==================== operand_fetch
**operand_fetch: clock network drawn from the DEF**

Scale: 4 px per um.
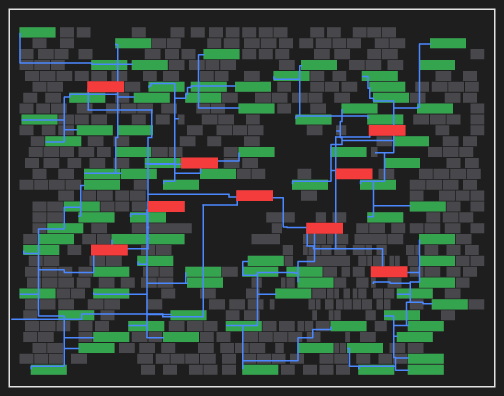
**operand_fetch: pin placement**

Scale: 2 px per um. Pins as bars across the die edge, other pins in grey.
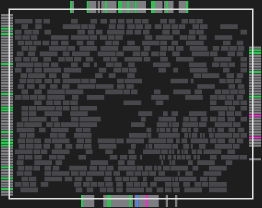
--- src/rtl/operand_fetch.sv ---
// Operand-fetch sequencer: latches one decoded instruction, waits out RAW hazards
// against a busy scoreboard (with writeback bypass), then hands operands to execute.
module operand_fetch #(
    parameter int BITS_DATA = 32,
    parameter int BITS_ADDR = 3
) (
    input  logic                 clk,
    input  logic                 rst_n,
    input  logic                 issueValid,
    output logic                 issueReady,
    input  logic [BITS_ADDR-1:0] issueRs1,
    input  logic [BITS_ADDR-1:0] issueRs2,
    input  logic [BITS_ADDR-1:0] issueRd,
    input  logic                 issueWe,
    output logic [BITS_ADDR-1:0] rfAddr1,
    output logic [BITS_ADDR-1:0] rfAddr2,
    input  logic [BITS_DATA-1:0] rfData1,
    input  logic [BITS_DATA-1:0] rfData2,
    input  logic                 wbValid,
    input  logic [BITS_ADDR-1:0] wbAddr,
    input  logic [BITS_DATA-1:0] wbData,
    output logic                 exValid,
    input  logic                 exReady,
    output logic [BITS_DATA-1:0] exOp1,
    output logic [BITS_DATA-1:0] exOp2,
    output logic [BITS_ADDR-1:0] exRd,
    output logic                 exWe
);

    localparam int NUM_REGS = 1 << BITS_ADDR;

    typedef enum logic [1:0] {IDLE, WAIT, OUT} stateType;

    stateType             stateReg, stateNext;
    logic [BITS_ADDR-1:0] rs1Reg, rs2Reg, rdReg;
    logic                 weReg;
    logic [BITS_DATA-1:0] op1Reg, op2Reg;
    logic [NUM_REGS-1:0]  busyReg, busyNext;

    logic bypass1, bypass2, ready1, ready2;
    logic accept, capture, exFire;

    // A source is usable if no producer is outstanding, or its producer writes back now
    assign bypass1 = wbValid && (wbAddr == rs1Reg);
    assign bypass2 = wbValid && (wbAddr == rs2Reg);
    assign ready1  = !busyReg[rs1Reg] || bypass1;
    assign ready2  = !busyReg[rs2Reg] || bypass2;

    always_comb begin
        stateNext  = stateReg;
        issueReady = 1'b0;
        exValid    = 1'b0;
        accept     = 1'b0;
        capture    = 1'b0;
        exFire     = 1'b0;
        case (stateReg)
            IDLE: begin
                issueReady = 1'b1;
                if (issueValid) begin
                    accept    = 1'b1;
                    stateNext = WAIT;
                end
            end
            WAIT: begin
                if (ready1 && ready2) begin
                    capture   = 1'b1;
                    stateNext = OUT;
                end
            end
            OUT: begin
                exValid = 1'b1;
                if (exReady) begin
                    exFire    = 1'b1;
                    stateNext = IDLE;
                end
            end
            default: stateNext = IDLE;
        endcase
    end

    // Set beats clear on the same index: the issuing instruction is the younger producer
    genvar gi;
    generate
        for (gi = 0; gi < NUM_REGS; gi++) begin : genBusy
            logic setBit, clrBit;
            assign setBit       = exFire && weReg && (rdReg == BITS_ADDR'(gi));
            assign clrBit       = wbValid && (wbAddr == BITS_ADDR'(gi));
            assign busyNext[gi] = setBit || (busyReg[gi] && !clrBit);
        end
    endgenerate

    always_ff @(posedge clk or negedge rst_n) begin
        if (!rst_n) begin
            stateReg <= IDLE;
            busyReg  <= '0;
            rs1Reg   <= '0;
            rs2Reg   <= '0;
            rdReg    <= '0;
            weReg    <= 1'b0;
            op1Reg   <= '0;
            op2Reg   <= '0;
        end else begin
            stateReg <= stateNext;
            busyReg  <= busyNext;
            if (accept) begin
                rs1Reg <= issueRs1;
                rs2Reg <= issueRs2;
                rdReg  <= issueRd;
                weReg  <= issueWe;
            end
            if (capture) begin
                op1Reg <= bypass1 ? wbData : rfData1;
                op2Reg <= bypass2 ? wbData : rfData2;
            end
        end
    end

    assign rfAddr1 = rs1Reg;
    assign rfAddr2 = rs2Reg;
    assign exOp1   = op1Reg;
    assign exOp2   = op2Reg;
    assign exRd    = rdReg;
    assign exWe    = weReg;

endmodule

--- config.mk ---
export PLATFORM = sky130hd
export DESIGN_NAME = operand_fetch
export DESIGN_NICKNAME = d
export VERILOG_FILES = /design/src/rtl/operand_fetch.sv
export SDC_FILE = /design/constraint.sdc
export NUM_CORES = 1
export LEC_CHECK = 0
export CORE_AREA = 2 2 119 92
export CTS_BUF_LIST = sky130_fd_sc_hd__clkbuf_8 sky130_fd_sc_hd__clkbuf_16
export DETAILED_ROUTE_END_ITERATION = 8
export DIE_AREA = 0 0 121 94
export PLACE_DENSITY = 0.8
export SLEW_MARGIN = 20
export SYNTH_ARGS = -nofsm -noshare
export SYNTH_HDL_FRONTEND = slang
export SYNTH_SLANG_ARGS = --single-unit
--- constraint.sdc ---
create_clock -name clk -period 3.1 [get_ports clk]
set_input_delay 0.775 -clock clk [delete_from_list [all_inputs] [get_ports clk]]
set_output_delay 0.775 -clock clk [all_outputs]
set_load 0.01 [all_outputs]
==> out/qor.yml <==
layout.nonclk_buf_share_pct: 30.0
via_per_inst: 5.05
n_all_buffers: 194
place_congestion: 0.819
initial_core_util_pct: 41.5
stdcell_count: 630
crit_buf_inv: 2
hold_path_class: "flop to flop"
p_int_mw: 4.20
synth-edff-count: 0
clk_share_pct: 4.70
p_seq_mw: 2.06
rsz0062_at_grt: "false"
hp-start: "exOp1[19]"
worst_ep_required_time_ns: 3.32
seq_area_um2: 2100
place_inst: 615
holdWs_ns: 0.484
run_status: "finished clean"
nNonClkInverters: 3
top_power_group: "combinational cells"
hpwlAfterDp_um: 8280
power_frac_comb_pct: 48.8
cp_slowest_cell: "clkdlybuf4s50_1"
drt_first_iter_violations: 143
ys_sh_mux_pct: 38.7
About 'clock network drawn from the DEF' of operand_fetch:
Key: clock wires = blue [length 1110 um]; cells driving clock nets = red [count 9]; flip-flops = green [count 84]
There are 10 routed clock nets.
Clock Skew: 0.00617 ns
Clock power frac: 18.0%
P_clk: 1.12 mW
Skew-Pair Late Insertion Delay: 0.33 ns

About 'pin placement' of operand_fetch:
Key: issueRs2 = magenta [pins 3, direction input, edge 2 east, 1 south]; exWe = blue [pins 1, direction output, edge south]; exOp2 = green [pins 32, direction output, edge 13 west, 11 north, 4 east, 4 south]
All pins by edge: 67 west, 47 north, 38 east, 38 south.


==================== stream_pkt_fifo
**src/rtl/stream_pkg.sv**
```systemverilog
// Shared types and helpers for the sop/eop/valid packet stream blocks.
package stream_pkg;

  typedef enum logic {
    IDLE   = 1'b0,
    IN_PKT = 1'b1
  } pkt_state_e;

  // Width of a counter able to hold 0..depth inclusive.
  function automatic int unsigned lvl_w(input int unsigned depth);
    return $clog2(depth) + 1;
  endfunction

endpackage

```
**src/rtl/stream_pkt_checker.sv**
```systemverilog
// In-band packet protocol checker: decides whether an accepted beat is
// stored and tracks whether a packet is currently open.
module stream_pkt_checker
  import stream_pkg::*;
(
  input  logic       clk,
  input  logic       rst,
  input  logic       accept,
  input  logic       sop,
  input  logic       eop,
  output logic       keep,
  output pkt_state_e next_state,
  output logic       err_orphan,
  output logic       err_nested
);

  pkt_state_e state;

  // Keep/next-state decision for the beat currently offered.
  always_comb begin
    keep       = 1'b1;
    next_state = state;
    unique case (state)
      IDLE: begin
        if (!sop) begin
          keep = 1'b0;
        end else begin
          next_state = eop ? IDLE : IN_PKT;
        end
      end
      IN_PKT: begin
        // A nested sop is stored anyway; its own eop decides where we land.
        next_state = eop ? IDLE : IN_PKT;
      end
      default: begin
        next_state = IDLE;
      end
    endcase
  end

  // Packet-open state and one-cycle error pulses, advanced on accepted beats only.
  always_ff @(posedge clk or posedge rst) begin
    if (rst) begin
      state      <= IDLE;
      err_orphan <= 1'b0;
      err_nested <= 1'b0;
    end else begin
      err_orphan <= accept && (state == IDLE) && !sop;
      err_nested <= accept && (state == IN_PKT) && sop;
      if (accept) begin
        state <= next_state;
      end
    end
  end

endmodule

```
**src/rtl/stream_pkt_fifo.sv**
```systemverilog
// Parametrised first-word-fall-through packet FIFO with ready backpressure,
// optional store-and-forward presentation and protocol checking.
module stream_pkt_fifo
  import stream_pkg::*;
#(
  parameter int unsigned DATA_WIDTH   = 16,
  parameter int unsigned DEPTH        = 16,
  parameter int unsigned STORE_FWD    = 0,
  parameter int unsigned AFULL_THRESH = DEPTH - 2
) (
  input  logic                      clk,
  input  logic                      rst,
  input  logic [DATA_WIDTH-1:0]     in_data,
  input  logic                      in_sop,
  input  logic                      in_eop,
  input  logic                      in_valid,
  output logic                      in_ready,
  output logic [DATA_WIDTH-1:0]     out_data,
  output logic                      out_sop,
  output logic                      out_eop,
  output logic                      out_valid,
  input  logic                      out_ready,
  output logic [lvl_w(DEPTH)-1:0]   level,
  output logic [lvl_w(DEPTH)-1:0]   pkt_count,
  output logic                      almost_full,
  output logic                      err_orphan,
  output logic                      err_nested
);

  localparam int unsigned AW = $clog2(DEPTH);
  localparam int unsigned LW = lvl_w(DEPTH);
  localparam int unsigned EW = DATA_WIDTH + 2;
  localparam logic [LW-1:0] FULL_LVL = LW'(DEPTH);

  logic [EW-1:0] mem [DEPTH];
  logic [AW-1:0] rd_ptr;
  logic [AW-1:0] wr_ptr;
  logic [EW-1:0] head;

  logic       accept;
  logic       keep;
  logic       wr_en;
  logic       pop;
  logic       wr_eop;
  logic       pop_eop;
  logic       has_data;
  pkt_state_e unused_chk_next;

  assign head     = mem[rd_ptr];
  assign in_ready = (level != FULL_LVL);
  assign accept   = in_valid && in_ready;
  assign wr_en    = accept && keep;
  assign pop      = out_valid && out_ready;
  assign wr_eop   = wr_en && in_eop;
  assign pop_eop  = pop && head[0];
  assign has_data = (level != '0);

  assign almost_full = (32'(level) >= AFULL_THRESH);

  stream_pkt_checker u_checker (
    .clk        (clk),
    .rst        (rst),
    .accept     (accept),
    .sop        (in_sop),
    .eop        (in_eop),
    .keep       (keep),
    .next_state (unused_chk_next),
    .err_orphan (err_orphan),
    .err_nested (err_nested)
  );

  // Head presentation; store-and-forward waits for a stored eop unless full,
  // so packets longer than the FIFO fall back to cut-through instead of stalling.
  always_comb begin
    if (STORE_FWD != 0) begin
      out_valid = has_data && ((pkt_count != '0) || (level == FULL_LVL));
    end else begin
      out_valid = has_data;
    end
    out_data = out_valid ? head[EW-1:2] : '0;
    out_sop  = out_valid ? head[1]      : 1'b0;
    out_eop  = out_valid ? head[0]      : 1'b0;
  end

  // Payload storage; entries need no reset because level gates every read.
  always_ff @(posedge clk) begin
    if (wr_en) begin
      mem[wr_ptr] <= {in_data, in_sop, in_eop};
    end
  end

  // Pointers, occupancy and stored-packet count.
  always_ff @(posedge clk or posedge rst) begin
    if (rst) begin
      rd_ptr    <= '0;
      wr_ptr    <= '0;
      level     <= '0;
      pkt_count <= '0;
    end else begin
      if (wr_en) begin
        wr_ptr <= wr_ptr + AW'(1);
      end
      if (pop) begin
        rd_ptr <= rd_ptr + AW'(1);
      end
      unique case ({wr_en, pop})
        2'b10:   level <= level + LW'(1);
        2'b01:   level <= level - LW'(1);
        default: level <= level;
      endcase
      unique case ({wr_eop, pop_eop})
        2'b10:   pkt_count <= pkt_count + LW'(1);
        2'b01:   pkt_count <= pkt_count - LW'(1);
        default: pkt_count <= pkt_count;
      endcase
    end
  end

endmodule
```
**config.mk**
```make
export PLATFORM = sky130hd
export DESIGN_NAME = stream_pkt_fifo
export DESIGN_NICKNAME = d
export VERILOG_FILES = /design/src/rtl/stream_pkg.sv /design/src/rtl/stream_pkt_checker.sv /design/src/rtl/stream_pkt_fifo.sv
export SDC_FILE = /design/constraint.sdc
export NUM_CORES = 1
export LEC_CHECK = 0
export CAP_MARGIN = 20
export CORE_UTILIZATION = 30
export DETAILED_ROUTE_END_ITERATION = 6
export PLACE_DENSITY = 0.44
export SLEW_MARGIN = 20
export SYNTH_ARGS = -nofsm -noshare
export SYNTH_HDL_FRONTEND = slang
export SYNTH_SLANG_ARGS = --single-unit
```
**constraint.sdc**
```tcl
create_clock -name clk -period 3 [get_ports clk]
set_input_delay 0.9 -clock clk [delete_from_list [all_inputs] [get_ports clk]]
set_output_delay 0.9 -clock clk [all_outputs]
set_load 0.02 [all_outputs]
```
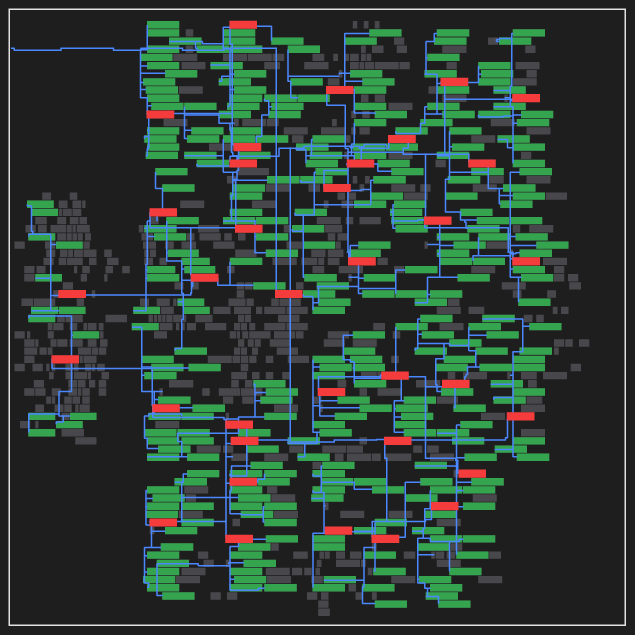
**Above:** stream_pkt_fifo (clock network drawn from the DEF).
Scale: 3 px per um.
Key: cells driving clock nets = red [count 35]; clock wires = blue [length 3750 um]; flip-flops = green [count 309]
There are 36 routed clock nets.

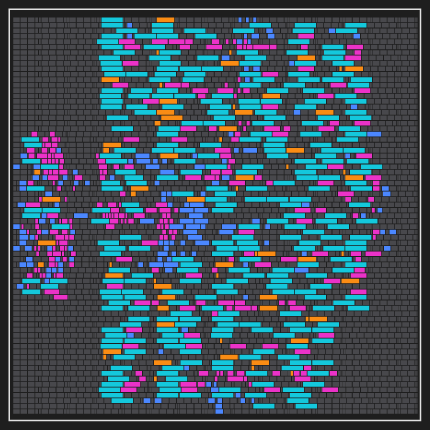
**Above:** stream_pkt_fifo (placement by cell class).
Scale: 2 px per um. Fill, decap, tap and diode cells in grey.
Key: flip-flops = cyan [cells 309, share of their area 61%]; clock drivers and dummy loads = orange [cells 63, share of their area 7.1%]; other buffers and delay cells = blue [cells 149, share of their area 10%]; all other logic = magenta [cells 269, share of their area 22%]
final core occ: 39.1%
Core ar.: 40200 um^2
row count: 73
sequential share of cell area: 58.4%
Design Area, Final: 15700 um^2

==> out/qor.yml <==
topCellsByArea: "edfxtp_1 (70%), mux4_2 (13%), dfrtp_1 (4.3%)"
run_status: "complete, but fails checks"
nNonClkInverters: 10
place_ws_ns: -0.455
setup_slack_ns: -0.362
hold_viol_final: 0
power_mw: 15.5
endpoint: "out_data[14]"
whs_path_depth: 1
cts_sinks: 309
worstPathCellList: "buf_12, buf_4, mux4_2, mux2_2, o21ai_1, a21oi_1, buf_2"
p_int_mw: 10.5
power_frac_seq_pct: 35.1
crit_path_end_kind: "primary output"
critPathKind: "flop to primary output"
violations: "negative setup slack"
reg2reg_to: "pkt_count[4]"
ys_cells: 610
fp_nets: 646
reg_top3: "mem: 288 flops, level: 5 flops, pkt_count: 5 flops"
setup_violations: 18
power_switching_mw: 4.97
r2r_start: "rd_ptr[3]"
ys_chip_area_um2: 12300
clk_pin_slew_worst_paths_ns: 0.06
stdcell_count: 1315
logic_family: "multiplexers"
crit_family: "multiplexers"
worstSkewPairLatency_ns: 0.52
met2_length_um: 13600
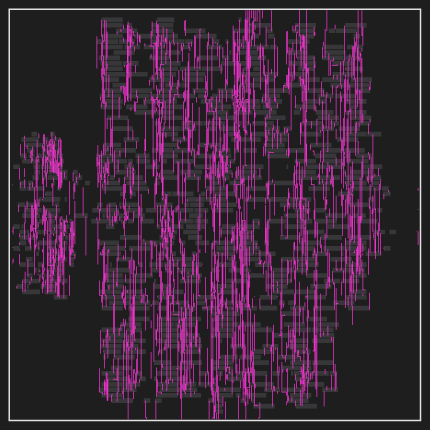
**Above:** stream_pkt_fifo (the metal 2 layer).
Scale: 2 px per um.
723 nets have wire on it. The longest straight run is 63.6 um. The wires run mostly vertical. The layer holds 49% of the routed length.
met2 GRT Util: 22.8%
total number of vias: 6200
drt total wl: 27900 um


==================== bram_port_arbiter_flat
<file path="config.mk">
export PLATFORM = sky130hd
export DESIGN_NAME = bram_port_arbiter_flat
export DESIGN_NICKNAME = d
export VERILOG_FILES = /design/src/rtl/bram_port_arbiter_if.sv /design/src/rtl/bram_port_arbiter.sv /design/src/flat_wrapper.sv
export SDC_FILE = /design/constraint.sdc
export NUM_CORES = 1
export LEC_CHECK = 0
export CAP_MARGIN = 10
export CORE_MARGIN = 2
export CORE_UTILIZATION = 35
export CTS_CLUSTER_DIAMETER = 100
export CTS_CLUSTER_SIZE = 25
export DETAILED_ROUTE_END_ITERATION = 12
export PLACE_DENSITY = 0.64
export RECOVER_POWER = 25
export REMOVE_ABC_BUFFERS = 1
export SLEW_MARGIN = 5
export SYNTH_ARGS = -nofsm -noshare
export SYNTH_HDL_FRONTEND = slang
export SYNTH_SLANG_ARGS = --single-unit
</file>
<file path="constraint.sdc">
create_clock -name clk -period 1.8 [get_ports clk]
set_clock_uncertainty 0.05 [all_clocks]
set_input_delay 0.18 -clock clk [delete_from_list [all_inputs] [get_ports clk]]
set_output_delay 0.18 -clock clk [all_outputs]
set_load 0.03 [all_outputs]
</file>
<file path="src/rtl/bram_port_arbiter_if.sv">
// Request/grant bundle between the NPU requesters and the BRAM read-port arbiter.
// The master side issues requests; the slave side drives grant, mux select and read strobes.
interface bram_port_arbiter_if;
    logic [2:0] req;
    logic [2:0] gnt;
    logic [1:0] sel;
    logic       bram_en;
    logic [2:0] rvalid;

    modport master (
        output req,
        input  gnt,
        input  sel,
        input  bram_en,
        input  rvalid
    );

    modport slave (
        input  req,
        output gnt,
        output sel,
        output bram_en,
        output rvalid
    );
endinterface

</file>
<file path="src/rtl/bram_port_arbiter.sv">
// Round-robin arbiter sharing one BRAM read port among three requesters.
// Grants bursts of up to MAX_BURST beats with one mandatory idle cycle between grants.
module bram_port_arbiter #(
    parameter int BIT_DEPTH = 8,
    parameter int MAX_BURST = 4
) (
    input  logic                 clk,
    input  logic                 rst,
    bram_port_arbiter_if.slave   bus
);
    localparam int CW = $clog2(MAX_BURST + 1);

    if (BIT_DEPTH < 1) begin : g_bad_depth
        $error("BIT_DEPTH must be positive");
    end
    if (MAX_BURST < 1 || MAX_BURST > 255) begin : g_bad_burst
        $error("MAX_BURST must be within 1..255");
    end

    typedef enum logic {IDLE, BUSY} state_e;

    state_e         state_q, state_d;
    logic [1:0]     cur_q, cur_d;
    logic [1:0]     last_q, last_d;
    logic [CW-1:0]  cnt_q, cnt_d;
    logic [2:0]     gnt_q, gnt_d;
    logic [1:0]     sel_q, sel_d;
    logic           en_q, en_d;
    logic [2:0]     rvalid_q, rvalid_d;

    logic [1:0]     p0, p1, win;

    // Priority order after the last served requester: last+1, last+2, last.
    always_comb begin
        p0  = (last_q == 2'd2) ? 2'd0 : last_q + 2'd1;
        p1  = (p0 == 2'd2) ? 2'd0 : p0 + 2'd1;
        win = last_q;
        if (bus.req[p0]) begin
            win = p0;
        end else if (bus.req[p1]) begin
            win = p1;
        end
    end

    always_comb begin
        state_d  = state_q;
        cur_d    = cur_q;
        last_d   = last_q;
        cnt_d    = cnt_q;
        gnt_d    = 3'b000;
        sel_d    = 2'b00;
        en_d     = 1'b0;
        rvalid_d = {3{en_q}} & gnt_q;
        unique case (state_q)
            IDLE: begin
                if (bus.req != 3'b000) begin
                    state_d = BUSY;
                    cur_d   = win;
                    gnt_d   = 3'b001 << win;
                    sel_d   = win + 2'd1;
                    en_d    = 1'b1;
                    cnt_d   = CW'(1);
                end
            end
            BUSY: begin
                if (bus.req[cur_q] && cnt_q < CW'(MAX_BURST)) begin
                    gnt_d = gnt_q;
                    sel_d = sel_q;
                    en_d  = en_q;
                    cnt_d = cnt_q + CW'(1);
                end else begin
                    last_d  = cur_q;
                    state_d = IDLE;
                end
            end
            default: state_d = IDLE;
        endcase
    end

    always_ff @(posedge clk) begin
        if (rst) begin
            state_q  <= IDLE;
            cur_q    <= 2'd0;
            last_q   <= 2'd2;
            cnt_q    <= '0;
            gnt_q    <= 3'b000;
            sel_q    <= 2'b00;
            en_q     <= 1'b0;
            rvalid_q <= 3'b000;
        end else begin
            state_q  <= state_d;
            cur_q    <= cur_d;
            last_q   <= last_d;
            cnt_q    <= cnt_d;
            gnt_q    <= gnt_d;
            sel_q    <= sel_d;
            en_q     <= en_d;
            rvalid_q <= rvalid_d;
        end
    end

    assign bus.gnt     = gnt_q;
    assign bus.sel     = sel_q;
    assign bus.bram_en = en_q;
    assign bus.rvalid  = rvalid_q;
endmodule
</file>
<file path="src/flat_wrapper.sv">
// flat-port wrapper written by rule: the top's interface ports become plain ports
module bram_port_arbiter_flat 
#(
    parameter int BIT_DEPTH = 8,
    parameter int MAX_BURST = 4
)
  (clk, rst, bus_req, bus_gnt, bus_sel, bus_bram_en, bus_rvalid);
  bram_port_arbiter_if bus_i ();
  input  logic clk;
  input  logic rst;
  input wire logic [$bits(bus_i.req)-1:0] bus_req;
  output wire logic [$bits(bus_i.gnt)-1:0] bus_gnt;
  output wire logic [$bits(bus_i.sel)-1:0] bus_sel;
  output wire logic [$bits(bus_i.bram_en)-1:0] bus_bram_en;
  output wire logic [$bits(bus_i.rvalid)-1:0] bus_rvalid;
  assign bus_i.req = bus_req;
  assign bus_gnt = bus_i.gnt;
  assign bus_sel = bus_i.sel;
  assign bus_bram_en = bus_i.bram_en;
  assign bus_rvalid = bus_i.rvalid;
  bram_port_arbiter #(.BIT_DEPTH(BIT_DEPTH), .MAX_BURST(MAX_BURST)) u_core (.clk(clk), .rst(rst), .bus(bus_i));
endmodule
</file>
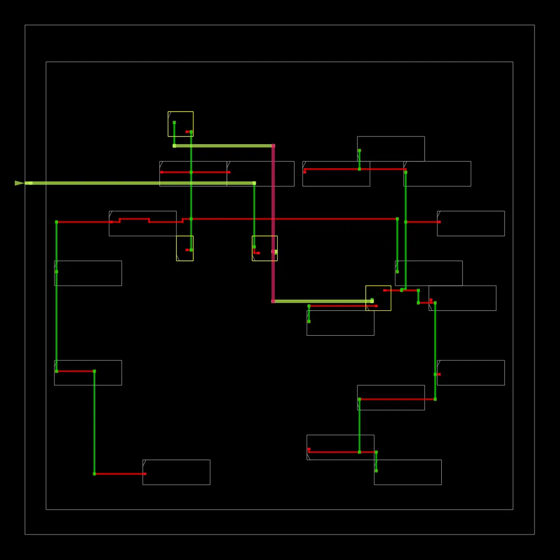
**Above:** bram_port_arbiter_flat (clock nets).
clkbuf count: 3
sequential cell count: 17
Skew-Pair Late Insertion Delay: 0.30 ns
CTS sink cnt: 17
P_clk: 0.214 mW

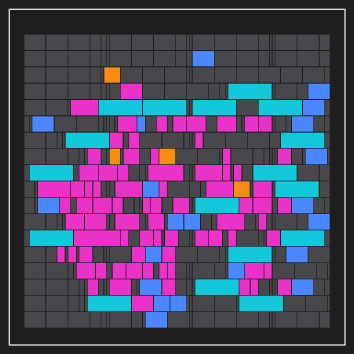
**Above:** bram_port_arbiter_flat (placement by cell class).
Scale: 6 px per um. Fill, decap, tap and diode cells in grey.
Key: other buffers and delay cells = blue [cells 21, share of their area 17%]; all other logic = magenta [cells 78, share of their area 50%]; flip-flops = cyan [cells 17, share of their area 31%]; clock drivers and dummy loads = orange [cells 4, share of their area 2.5%]
row count: 18
sequential share of cell area: 29.9%
Core ar.: 2500 um^2

==> out/qor.yml <==
lay_top_cells: "dfxtp_1 (17), inv_1 (11), clkdlybuf4s50_1 (11)"
clkPwrFrac_pct: 23.5
clockBufferDepth: 2
run_status: "finished clean"
crit_path_end_kind: "flop"
grtUsageMet1_pct: 16.2
areaGrowthSynthToFinish_pct: 21.7
cap_viol_max_count: 0
whs_path_depth: 2
grt_util_met3_pct: 4.19
nNetsFinal: 130
n_all_buffers: 21
io_pins: 14
final_common_cell: "dfxtp_1"
numPortBuffers: 13
startpoint: "bus_req[1]"
power_density_nw_per_um2: 799
hold_viol_final: 0
stdcell_count: 150
yosysWarnings: 0
stdcell_area_um2: 1140
wl_met3_um: 97
synthFlopType: "dfxtp_1"
drt_first_iter_violations: 18

==================== multicycle_ctrl_flat
**multicycle_ctrl_flat: clock network drawn from the DEF**

Scale: 12 px per um.
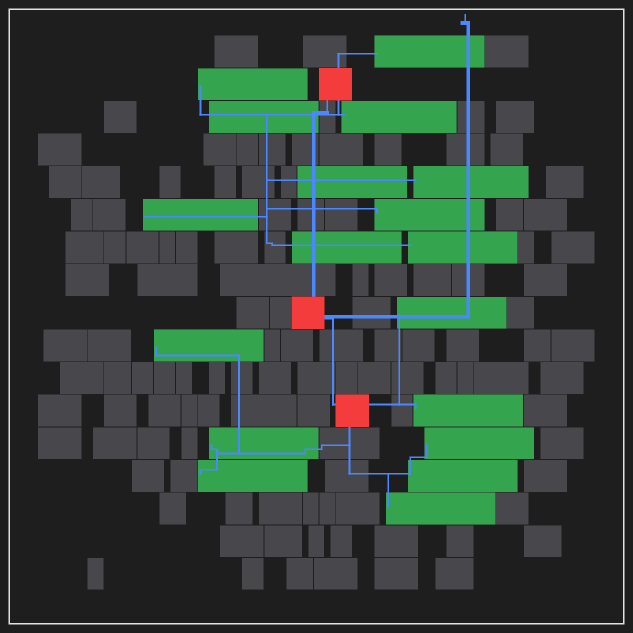
**multicycle_ctrl_flat: the metal 2 layer**

Scale: 8 px per um.
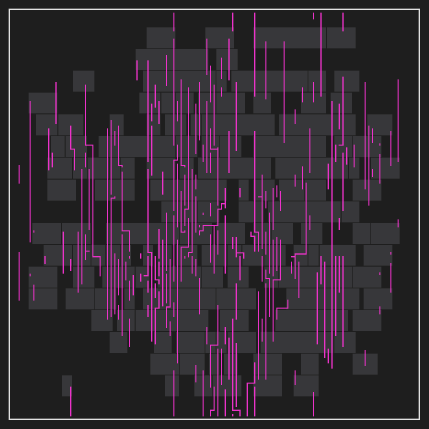
**multicycle_ctrl_flat: pin placement**

Scale: 6 px per um. Pins as bars across the die edge, other pins in grey.
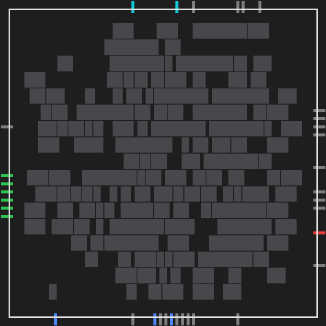
===== config.mk =====
export PLATFORM = sky130hd
export DESIGN_NAME = multicycle_ctrl_flat
export DESIGN_NICKNAME = d
export VERILOG_FILES = /design/src/rtl/mips_ctrl_pkg.sv /design/src/rtl/multicycle_ctrl_if.sv /design/src/rtl/alu_decoder.sv /design/src/rtl/multicycle_ctrl.sv /design/src/flat_wrapper.sv
export SDC_FILE = /design/constraint.sdc
export NUM_CORES = 1
export LEC_CHECK = 0
export CAP_MARGIN = 15
export CORE_MARGIN = 2
export CORE_UTILIZATION = 44
export CTS_CLUSTER_DIAMETER = 50
export DETAILED_ROUTE_END_ITERATION = 8
export HOLD_SLACK_MARGIN = 0.12
export PLACE_DENSITY_LB_ADDON = 0.3
export SLEW_MARGIN = 20
export SYNTH_ARGS = -nofsm -noshare
export SYNTH_HDL_FRONTEND = slang
export SYNTH_SLANG_ARGS = --single-unit

===== constraint.sdc =====
create_clock -name clk -period 2.55 [get_ports clk]
set_clock_uncertainty 0.2 [all_clocks]
set_input_delay 0.51 -clock clk [delete_from_list [all_inputs] [get_ports clk]]
set_output_delay 0.51 -clock clk [all_outputs]
set_load 0.02 [all_outputs]

===== src/rtl/mips_ctrl_pkg.sv =====
// Shared encodings for the multicycle MIPS controller: FSM states, opcodes,
// ALUOp and ALUControl codes, and the per-state Moore control word.
package mips_ctrl_pkg;

  typedef enum logic [3:0] {
    StFetch    = 4'd0,
    StDecode   = 4'd1,
    StMemAdr   = 4'd2,
    StMemRead  = 4'd3,
    StMemWb    = 4'd4,
    StMemWrite = 4'd5,
    StExecute  = 4'd6,
    StAluWb    = 4'd7,
    StBranch   = 4'd8,
    StAddiEx   = 4'd9,
    StAddiWb   = 4'd10,
    StJump     = 4'd11,
    StBranchNe = 4'd12
  } state_e;

  localparam logic [5:0] OpLw    = 6'b100011;
  localparam logic [5:0] OpSw    = 6'b101011;
  localparam logic [5:0] OpRtype = 6'b000000;
  localparam logic [5:0] OpBeq   = 6'b000100;
  localparam logic [5:0] OpBne   = 6'b000101;
  localparam logic [5:0] OpAddi  = 6'b001000;
  localparam logic [5:0] OpJ     = 6'b000010;

  localparam logic [5:0] FunctAdd = 6'b100000;
  localparam logic [5:0] FunctSub = 6'b100010;

  localparam logic [1:0] AluOpAdd   = 2'b00;
  localparam logic [1:0] AluOpSub   = 2'b01;
  localparam logic [1:0] AluOpFunct = 2'b10;

  localparam logic [2:0] AluCtlAdd  = 3'b010;
  localparam logic [2:0] AluCtlSub  = 3'b110;
  localparam logic [2:0] AluCtlNone = 3'b000;

  typedef struct packed {
    logic       iord;
    logic       irwrite;
    logic       memwrite;
    logic       regdst;
    logic       memtoreg;
    logic       regwrite;
    logic       alusrca;
    logic [1:0] alusrcb;
    logic [1:0] pcsrc;
    logic       pcwrite;
    logic [1:0] aluop;
  } ctrl_t;

  // Moore control word for a state; anything not set stays 0.
  function automatic ctrl_t state_ctrl(state_e s);
    ctrl_t c;
    c = '0;
    unique case (s)
      StFetch: begin
        c.irwrite = 1'b1;
        c.pcwrite = 1'b1;
        c.alusrcb = 2'b01;
      end
      StDecode: c.alusrcb = 2'b11;
      StMemAdr, StAddiEx: begin
        c.alusrca = 1'b1;
        c.alusrcb = 2'b10;
      end
      StMemRead: c.iord = 1'b1;
      StMemWrite: begin
        c.iord     = 1'b1;
        c.memwrite = 1'b1;
      end
      StMemWb: begin
        c.memtoreg = 1'b1;
        c.regwrite = 1'b1;
      end
      StExecute: begin
        c.alusrca = 1'b1;
        c.aluop   = AluOpFunct;
      end
      StAluWb: begin
        c.regdst   = 1'b1;
        c.regwrite = 1'b1;
      end
      StAddiWb: c.regwrite = 1'b1;
      StBranch, StBranchNe: begin
        c.alusrca = 1'b1;
        c.aluop   = AluOpSub;
        c.pcsrc   = 2'b01;
      end
      StJump: begin
        c.pcsrc   = 2'b10;
        c.pcwrite = 1'b1;
      end
      default: c = '0;
    endcase
    return c;
  endfunction

endpackage


===== src/rtl/multicycle_ctrl_if.sv =====
// Controller <-> datapath bundle.
//   master: controller side (drives selects/enables, reads Op/Funct/Zero)
//   slave:  datapath side
interface multicycle_ctrl_if;
  logic [5:0] Op;
  logic [5:0] Funct;
  logic       Zero;
  logic       IorD;
  logic       IRWrite;
  logic       MemWrite;
  logic       RegDst;
  logic       MemtoReg;
  logic       RegWrite;
  logic       ALUSrcA;
  logic [1:0] ALUSrcB;
  logic [1:0] PCSrc;
  logic       PCEn;
  logic [2:0] ALUControl;
  logic [3:0] State;

  modport master (
    input  Op, Funct, Zero,
    output IorD, IRWrite, MemWrite, RegDst, MemtoReg, RegWrite, ALUSrcA,
           ALUSrcB, PCSrc, PCEn, ALUControl, State
  );

  modport slave (
    output Op, Funct, Zero,
    input  IorD, IRWrite, MemWrite, RegDst, MemtoReg, RegWrite, ALUSrcA,
           ALUSrcB, PCSrc, PCEn, ALUControl, State
  );
endinterface


===== src/rtl/alu_decoder.sv =====
// Combinational ALU decoder.
//   aluop_i      : 00 add, 01 sub, 10 use funct, 11 none
//   funct_i      : R-type function field
//   alucontrol_o : 010 add, 110 sub, 000 none
module alu_decoder
  import mips_ctrl_pkg::*;
(
  input  logic [1:0] aluop_i,
  input  logic [5:0] funct_i,
  output logic [2:0] alucontrol_o
);

  always_comb begin
    alucontrol_o = AluCtlNone;
    unique case (aluop_i)
      AluOpAdd: alucontrol_o = AluCtlAdd;
      AluOpSub: alucontrol_o = AluCtlSub;
      AluOpFunct: begin
        case (funct_i)
          FunctAdd: alucontrol_o = AluCtlAdd;
          FunctSub: alucontrol_o = AluCtlSub;
          default:  alucontrol_o = AluCtlNone;
        endcase
      end
      default: alucontrol_o = AluCtlNone;
    endcase
  end

endmodule


===== src/rtl/multicycle_ctrl.sv =====
// Multicycle MIPS main controller (Moore FSM) with ALU decoder.
//   clk   : rising-edge clock
//   rst_n : asynchronous active-low reset, forces FETCH
//   dp    : multicycle_ctrl_if.master -- Op/Funct/Zero in, datapath controls out
// Optional: define MULTICYCLE_CTRL_BNE_EN to decode bne (Op 000101) into BRANCHNE;
// otherwise bne is treated as illegal and returns to FETCH from DECODE.
module multicycle_ctrl
  import mips_ctrl_pkg::*;
(
  input  logic             clk,
  input  logic             rst_n,
  multicycle_ctrl_if.master dp
);

  state_e     state_q, state_d;
  ctrl_t      ctrl_q;
  logic [2:0] alucontrol;

  always_comb begin
    state_d = StFetch;
    unique case (state_q)
      StFetch: state_d = StDecode;
      StDecode: begin
        case (dp.Op)
          OpLw, OpSw: state_d = StMemAdr;
          OpRtype:    state_d = StExecute;
          OpBeq:      state_d = StBranch;
          OpAddi:     state_d = StAddiEx;
          OpJ:        state_d = StJump;
`ifdef MULTICYCLE_CTRL_BNE_EN
          OpBne:      state_d = StBranchNe;
`endif
          default:    state_d = StFetch;
        endcase
      end
      StMemAdr:  state_d = (dp.Op == OpLw) ? StMemRead : StMemWrite;
      StMemRead: state_d = StMemWb;
      StExecute: state_d = StAluWb;
      StAddiEx:  state_d = StAddiWb;
      default:   state_d = StFetch;
    endcase
  end

  // Control word is registered alongside the state so outputs are glitch-free.
  always_ff @(posedge clk or negedge rst_n) begin
    if (!rst_n) begin
      state_q <= StFetch;
      ctrl_q  <= state_ctrl(StFetch);
    end else begin
      state_q <= state_d;
      ctrl_q  <= state_ctrl(state_d);
    end
  end

  alu_decoder u_alu_decoder (
    .aluop_i      (ctrl_q.aluop),
    .funct_i      (dp.Funct),
    .alucontrol_o (alucontrol)
  );

  // Write enables are masked by rst_n so the FETCH word held in reset is inert,
  // yet becomes live the moment reset releases (the first fetch is not lost).
  assign dp.IorD       = ctrl_q.iord;
  assign dp.IRWrite    = ctrl_q.irwrite & rst_n;
  assign dp.MemWrite   = ctrl_q.memwrite & rst_n;
  assign dp.RegDst     = ctrl_q.regdst;
  assign dp.MemtoReg   = ctrl_q.memtoreg;
  assign dp.RegWrite   = ctrl_q.regwrite & rst_n;
  assign dp.ALUSrcA    = ctrl_q.alusrca;
  assign dp.ALUSrcB    = ctrl_q.alusrcb;
  assign dp.PCSrc      = ctrl_q.pcsrc;
  assign dp.ALUControl = alucontrol;
  assign dp.State      = state_q;
  assign dp.PCEn       = rst_n & (ctrl_q.pcwrite |
                                  ((state_q == StBranch)   &  dp.Zero) |
                                  ((state_q == StBranchNe) & ~dp.Zero));

endmodule


===== src/flat_wrapper.sv =====
// flat-port wrapper written by rule: the top's interface ports become plain ports
module multicycle_ctrl_flat import mips_ctrl_pkg::*;
  (clk, rst_n, dp_Op, dp_Funct, dp_Zero, dp_IorD, dp_IRWrite, dp_MemWrite, dp_RegDst, dp_MemtoReg, dp_RegWrite, dp_ALUSrcA, dp_ALUSrcB, dp_PCSrc, dp_PCEn, dp_ALUControl, dp_State);
  multicycle_ctrl_if dp_i ();
  input  logic clk;
  input  logic rst_n;
  input wire logic [$bits(dp_i.Op)-1:0] dp_Op;
  input wire logic [$bits(dp_i.Funct)-1:0] dp_Funct;
  input wire logic [$bits(dp_i.Zero)-1:0] dp_Zero;
  output wire logic [$bits(dp_i.IorD)-1:0] dp_IorD;
  output wire logic [$bits(dp_i.IRWrite)-1:0] dp_IRWrite;
  output wire logic [$bits(dp_i.MemWrite)-1:0] dp_MemWrite;
  output wire logic [$bits(dp_i.RegDst)-1:0] dp_RegDst;
  output wire logic [$bits(dp_i.MemtoReg)-1:0] dp_MemtoReg;
  output wire logic [$bits(dp_i.RegWrite)-1:0] dp_RegWrite;
  output wire logic [$bits(dp_i.ALUSrcA)-1:0] dp_ALUSrcA;
  output wire logic [$bits(dp_i.ALUSrcB)-1:0] dp_ALUSrcB;
  output wire logic [$bits(dp_i.PCSrc)-1:0] dp_PCSrc;
  output wire logic [$bits(dp_i.PCEn)-1:0] dp_PCEn;
  output wire logic [$bits(dp_i.ALUControl)-1:0] dp_ALUControl;
  output wire logic [$bits(dp_i.State)-1:0] dp_State;
  assign dp_i.Op = dp_Op;
  assign dp_i.Funct = dp_Funct;
  assign dp_i.Zero = dp_Zero;
  assign dp_IorD = dp_i.IorD;
  assign dp_IRWrite = dp_i.IRWrite;
  assign dp_MemWrite = dp_i.MemWrite;
  assign dp_RegDst = dp_i.RegDst;
  assign dp_MemtoReg = dp_i.MemtoReg;
  assign dp_RegWrite = dp_i.RegWrite;
  assign dp_ALUSrcA = dp_i.ALUSrcA;
  assign dp_ALUSrcB = dp_i.ALUSrcB;
  assign dp_PCSrc = dp_i.PCSrc;
  assign dp_PCEn = dp_i.PCEn;
  assign dp_ALUControl = dp_i.ALUControl;
  assign dp_State = dp_i.State;
  multicycle_ctrl u_core (.clk(clk), .rst_n(rst_n), .dp(dp_i));
endmodule

==> out/qor.yml <==
run_status: "finished clean"
synthDistinctLibCells: 37
grt_pass1_vias: 760
wl_met1_um: 940
place_inst: 161
ys_sh_mux_pct: 0
simple_gate_share_pct: 23.4
critPathKind: "primary input to primary output"
fp_nets: 108
power_frac_seq_pct: 41.5
stdcell_area_um2: 1400
top_power_group: "registers"
wl_met3_um: 108
seqAreaFraction_pct: 32.6
reg2reg_depth: 5
n_sequential_cell: 18
About 'clock network drawn from the DEF' of multicycle_ctrl_flat:
Key: clock wires = blue [length 208 um]; flip-flops = green [count 18]; cells driving clock nets = red [count 3]
There are 4 routed clock nets.
P_clk: 0.173 mW
Clock power frac: 17.5%
Skew-Pair Late Insertion Delay: 0.29 ns

About 'the metal 2 layer' of multicycle_ctrl_flat:
The layer holds 49% of the routed length. 132 nets have wire on it. The layer carries 1030 um of wire. The longest straight run is 33.3 um.
met2 GRT Util: 28.4%
total number of vias: 841
drt total wl: 2120 um

About 'pin placement' of multicycle_ctrl_flat:
Key: dp_Op = green [pins 6, direction input, edge west]; dp_ALUSrcB = cyan [pins 2, direction output, edge north]; dp_IorD = red [pins 1, direction output, edge east]; dp_ALUControl = blue [pins 3, direction output, edge south]
All pins by edge: 11 south, 10 east, 7 west, 6 north.
Die H: 51.1 um
PortBufs: 32
width of the die: 51.1 um


==================== gate_link_node
==> src/rtl/gate_link_pkg.sv <==
// Shared constants and types for the gate-array serial link node.
package gate_link_pkg;

    localparam int GL_DATA_WIDTH = 8;
    localparam int GL_FIFO_DEPTH = 4;
    localparam int GL_MAX_WIDTH  = 64;

    // Filler word sent when the sequencer starts a frame on an empty TX FIFO.
    localparam logic [GL_MAX_WIDTH-1:0] GL_IDLE_WORD = '0;

    typedef enum logic {
        TX_IDLE  = 1'b0,
        TX_SHIFT = 1'b1
    } tx_state_e;

endpackage

==> src/rtl/gate_link_node_fifo.sv <==
// Show-ahead synchronous FIFO with count-based flags; push and pop may coincide at any fill level.
module gl_sync_fifo #(
    parameter int WIDTH = 8,
    parameter int DEPTH = 4
) (
    input  logic             i_clk,
    input  logic             i_rst,
    input  logic             push_i,
    input  logic [WIDTH-1:0] data_i,
    input  logic             pop_i,
    output logic [WIDTH-1:0] data_o,
    output logic             empty_o,
    output logic             full_o,
    output logic             accept_o
);

    localparam int AW = $clog2(DEPTH);
    localparam logic [AW:0] FULL_COUNT = (AW+1)'(DEPTH);

    logic [AW-1:0]    wr_ptr_q, rd_ptr_q;
    logic [AW:0]      count_q;
    logic [WIDTH-1:0] mem_q [DEPTH];
    logic             do_push, do_pop;

    assign empty_o  = (count_q == '0);
    assign full_o   = (count_q == FULL_COUNT);
    assign do_pop   = pop_i && !empty_o;
    // A pop in the same cycle frees the slot, so a full FIFO still accepts.
    assign accept_o = !full_o || do_pop;
    assign do_push  = push_i && accept_o;
    assign data_o   = empty_o ? '0 : mem_q[rd_ptr_q];

    // NOTE: sequential state uses non-blocking assignments so every flop samples pre-edge values.
    always_ff @(posedge i_clk or posedge i_rst) begin
        if (i_rst) begin
            wr_ptr_q <= '0;
            rd_ptr_q <= '0;
            count_q  <= '0;
        end else begin
            if (do_push) wr_ptr_q <= wr_ptr_q + 1'b1;
            if (do_pop)  rd_ptr_q <= rd_ptr_q + 1'b1;
            case ({do_push, do_pop})
                2'b10:   count_q <= count_q + 1'b1;
                2'b01:   count_q <= count_q - 1'b1;
                default: count_q <= count_q;
            endcase
        end
    end

    // NOTE: storage is not reset; the count gates visibility, so a reset here only costs routing.
    always_ff @(posedge i_clk) begin
        if (do_push) mem_q[wr_ptr_q] <= data_i;
    end

endmodule

==> src/rtl/gate_link_node.sv <==
// Per-gate ring endpoint: serializes queued words on tx-start and deserializes the upstream stream.
module gate_link_node
    import gate_link_pkg::*;
#(
    parameter int DATA_WIDTH = GL_DATA_WIDTH,
    parameter int FIFO_DEPTH = GL_FIFO_DEPTH
) (
    input  logic                  i_clk,
    input  logic                  i_rst,
    input  logic                  i_gen_sync,
    input  logic                  i_tx_start,
    input  logic                  i_rx_pull,
    output logic                  o_tx_ready,
    output logic                  o_rx_ready,
    output logic                  o_tx_bit,
    output logic                  o_tx_frame,
    input  logic                  i_rx_bit,
    input  logic                  i_rx_frame,
    input  logic [DATA_WIDTH-1:0] i_tx_data,
    input  logic                  i_tx_valid,
    output logic                  o_tx_full,
    output logic [DATA_WIDTH-1:0] o_rx_data,
    output logic                  o_rx_valid,
    input  logic                  i_rx_read,
    output logic                  o_tx_underrun,
    output logic                  o_rx_overrun
);

    localparam int CW = (DATA_WIDTH > 2) ? $clog2(DATA_WIDTH) : 1;
    localparam logic [CW-1:0] LAST_BIT = CW'(DATA_WIDTH - 1);

    tx_state_e             state_q, state_d;
    logic [DATA_WIDTH-1:0] tx_sh_q, tx_sh_d;
    logic [CW-1:0]         tx_cnt_q, tx_cnt_d;
    logic                  underrun_q, underrun_d;
    logic [DATA_WIDTH-1:0] rx_sh_q, rx_sh_d, hold_q, hold_d;
    logic [CW-1:0]         rx_cnt_q, rx_cnt_d;
    logic                  ready_q, ready_d, overrun_q, overrun_d;

    logic [DATA_WIDTH-1:0] tx_head, rx_word;
    logic                  tx_empty, tx_pop, rx_empty, rx_accept;
    logic                  rx_done, pull_ok, rx_push;

    gl_sync_fifo #(.WIDTH(DATA_WIDTH), .DEPTH(FIFO_DEPTH)) u_tx_fifo (
        .i_clk    (i_clk),
        .i_rst    (i_rst),
        .push_i   (i_tx_valid),
        .data_i   (i_tx_data),
        .pop_i    (tx_pop),
        .data_o   (tx_head),
        .empty_o  (tx_empty),
        .full_o   (o_tx_full),
        .accept_o ()
    );

    gl_sync_fifo #(.WIDTH(DATA_WIDTH), .DEPTH(FIFO_DEPTH)) u_rx_fifo (
        .i_clk    (i_clk),
        .i_rst    (i_rst),
        .push_i   (rx_push),
        .data_i   (hold_q),
        .pop_i    (i_rx_read),
        .data_o   (o_rx_data),
        .empty_o  (rx_empty),
        .full_o   (),
        .accept_o (rx_accept)
    );

    assign rx_word = {rx_sh_q[DATA_WIDTH-2:0], i_rx_bit};
    assign rx_done = i_rx_frame && (rx_cnt_q == LAST_BIT) && !i_gen_sync;
    assign pull_ok = i_rx_pull && ready_q && !i_gen_sync;
    assign rx_push = pull_ok && rx_accept;

    // NOTE: every always_comb output gets a default first, so no path can infer a latch.
    always_comb begin
        state_d    = state_q;
        tx_sh_d    = tx_sh_q;
        tx_cnt_d   = tx_cnt_q;
        tx_pop     = 1'b0;
        underrun_d = 1'b0;
        if (i_gen_sync) begin
            state_d  = TX_IDLE;
            tx_sh_d  = '0;
            tx_cnt_d = '0;
        end else begin
            case (state_q)
                TX_IDLE: begin
                    if (i_tx_start) begin
                        state_d  = TX_SHIFT;
                        tx_cnt_d = '0;
                        if (tx_empty) begin
                            tx_sh_d    = GL_IDLE_WORD[DATA_WIDTH-1:0];
                            underrun_d = 1'b1;
                        end else begin
                            tx_sh_d = tx_head;
                            tx_pop  = 1'b1;
                        end
                    end
                end
                TX_SHIFT: begin
                    // Zero fill leaves the register clear once the frame ends, so the line idles low.
                    tx_sh_d = {tx_sh_q[DATA_WIDTH-2:0], 1'b0};
                    if (tx_cnt_q == LAST_BIT) begin
                        state_d  = TX_IDLE;
                        tx_cnt_d = '0;
                    end else begin
                        tx_cnt_d = tx_cnt_q + 1'b1;
                    end
                end
                default: state_d = TX_IDLE;
            endcase
        end
    end

    always_comb begin
        rx_sh_d   = rx_sh_q;
        rx_cnt_d  = rx_cnt_q;
        hold_d    = hold_q;
        ready_d   = ready_q;
        overrun_d = overrun_q;
        if (i_gen_sync) begin
            rx_cnt_d  = '0;
            ready_d   = 1'b0;
            overrun_d = 1'b0;
        end else begin
            if (i_rx_frame) begin
                rx_sh_d  = rx_word;
                rx_cnt_d = (rx_cnt_q == LAST_BIT) ? '0 : rx_cnt_q + 1'b1;
            end else begin
                rx_cnt_d = '0;
            end
            if (pull_ok) begin
                ready_d = 1'b0;
                if (!rx_accept) overrun_d = 1'b1;
            end
            // A pull in the same cycle frees the holding register for the new word.
            if (rx_done) begin
                if (!ready_q || pull_ok) begin
                    hold_d  = rx_word;
                    ready_d = 1'b1;
                end else begin
                    overrun_d = 1'b1;
                end
            end
        end
    end

    always_ff @(posedge i_clk or posedge i_rst) begin
        if (i_rst) begin
            state_q    <= TX_IDLE;
            tx_sh_q    <= '0;
            tx_cnt_q   <= '0;
            underrun_q <= 1'b0;
            rx_sh_q    <= '0;
            rx_cnt_q   <= '0;
            hold_q     <= '0;
            ready_q    <= 1'b0;
            overrun_q  <= 1'b0;
        end else begin
            state_q    <= state_d;
            tx_sh_q    <= tx_sh_d;
            tx_cnt_q   <= tx_cnt_d;
            underrun_q <= underrun_d;
            rx_sh_q    <= rx_sh_d;
            rx_cnt_q   <= rx_cnt_d;
            hold_q     <= hold_d;
            ready_q    <= ready_d;
            overrun_q  <= overrun_d;
        end
    end

    assign o_tx_ready    = (state_q == TX_IDLE);
    assign o_tx_frame    = (state_q == TX_SHIFT);
    assign o_tx_bit      = tx_sh_q[DATA_WIDTH-1];
    assign o_tx_underrun = underrun_q;
    assign o_rx_ready    = ready_q;
    assign o_rx_overrun  = overrun_q;
    assign o_rx_valid    = !rx_empty;

endmodule

==> config.mk <==
export PLATFORM = sky130hd
export DESIGN_NAME = gate_link_node
export DESIGN_NICKNAME = d
export VERILOG_FILES = /design/src/rtl/gate_link_pkg.sv /design/src/rtl/gate_link_node_fifo.sv /design/src/rtl/gate_link_node.sv
export SDC_FILE = /design/constraint.sdc
export NUM_CORES = 1
export LEC_CHECK = 0
export CORE_ASPECT_RATIO = 0.75
export CORE_MARGIN = 4
export CORE_UTILIZATION = 30
export DETAILED_ROUTE_END_ITERATION = 6
export GPL_TIMING_DRIVEN = 1
export HOLD_SLACK_MARGIN = 0.12
export PLACE_DENSITY = 0.59
export SETUP_SLACK_MARGIN = 0.1
export SLEW_MARGIN = 10
export SYNTH_ARGS = -nofsm -noshare
export SYNTH_HDL_FRONTEND = slang
export SYNTH_SLANG_ARGS = --single-unit
==> constraint.sdc <==
create_clock -name i_clk -period 2.5 [get_ports i_clk]
set_clock_uncertainty 0.05 [all_clocks]
set_input_delay 0.5 -clock i_clk [delete_from_list [all_inputs] [get_ports i_clk]]
set_output_delay 0.5 -clock i_clk [all_outputs]
set_load 0.05 [all_outputs]
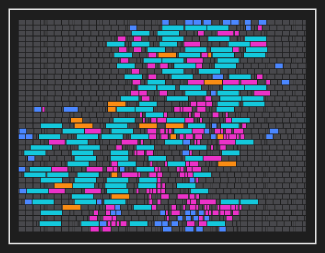
**Above:** gate_link_node (placement by cell class).
Scale: 2 px per um. Fill, decap, tap and diode cells in grey.
Key: clock drivers and dummy loads = orange [cells 16, share of their area 5.7%]; all other logic = magenta [cells 168, share of their area 28%]; flip-flops = cyan [cells 111, share of their area 57%]; other buffers and delay cells = blue [cells 52, share of their area 9.2%]
row count: 39
final core occ: 37.5%
Core ar.: 15300 um^2

==> out/qor.yml <==
run_status: "finished clean"
synth.avg_cell_area_um2: 16.0
cp_slowest_cell: "mux4_2"
comb-power_mw: 1.71
antenna_cells: 0
max_stage_delay_ns: 0.51
seq_area_um2: 3100
endpoint: "o_rx_data[4]"
hold_viol_final: 0
reg2reg_to: "u_rx_fifo.count_q[2]"
comb_share_pct: 26.0
synth_seq_share_pct: 66.0
nWellTaps: 205
whs_path_depth: 1
power_frac_comb_pct: 30.5
rsz0062_at_grt: "true"
routed_wl_um: 8100
die_area_um2: 17700
postPlaceCellArea_um2: 5340
clk_share_pct: 5.40
power_mw: 5.62
via_per_inst: 4.49
finalCritPeriodShare_pct: 92.9
holdWs_ns: 0.400
antenna_found_initial: 0
xor_share_pct: 2.21


## Gallery

The metal 2 layer.
shot_01.png
Scale: 3 px per um.
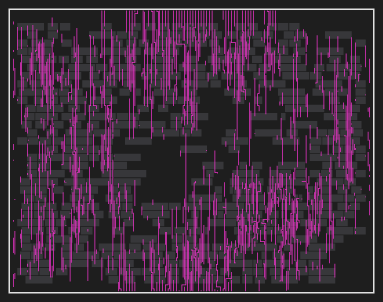
shot_02.png
Scale: 2 px per um.
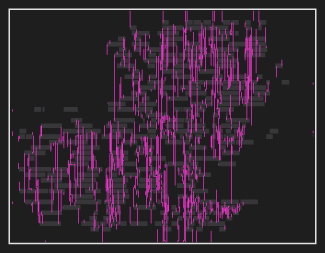
shot_03.png
Scale: 6 px per um.
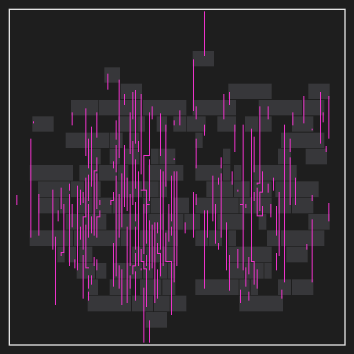
shot_01.png is operand_fetch.
shot_02.png is gate_link_node.
shot_03.png is bram_port_arbiter_flat.

Power figures rest on the tool's default switching activity, not on a simulated workload.
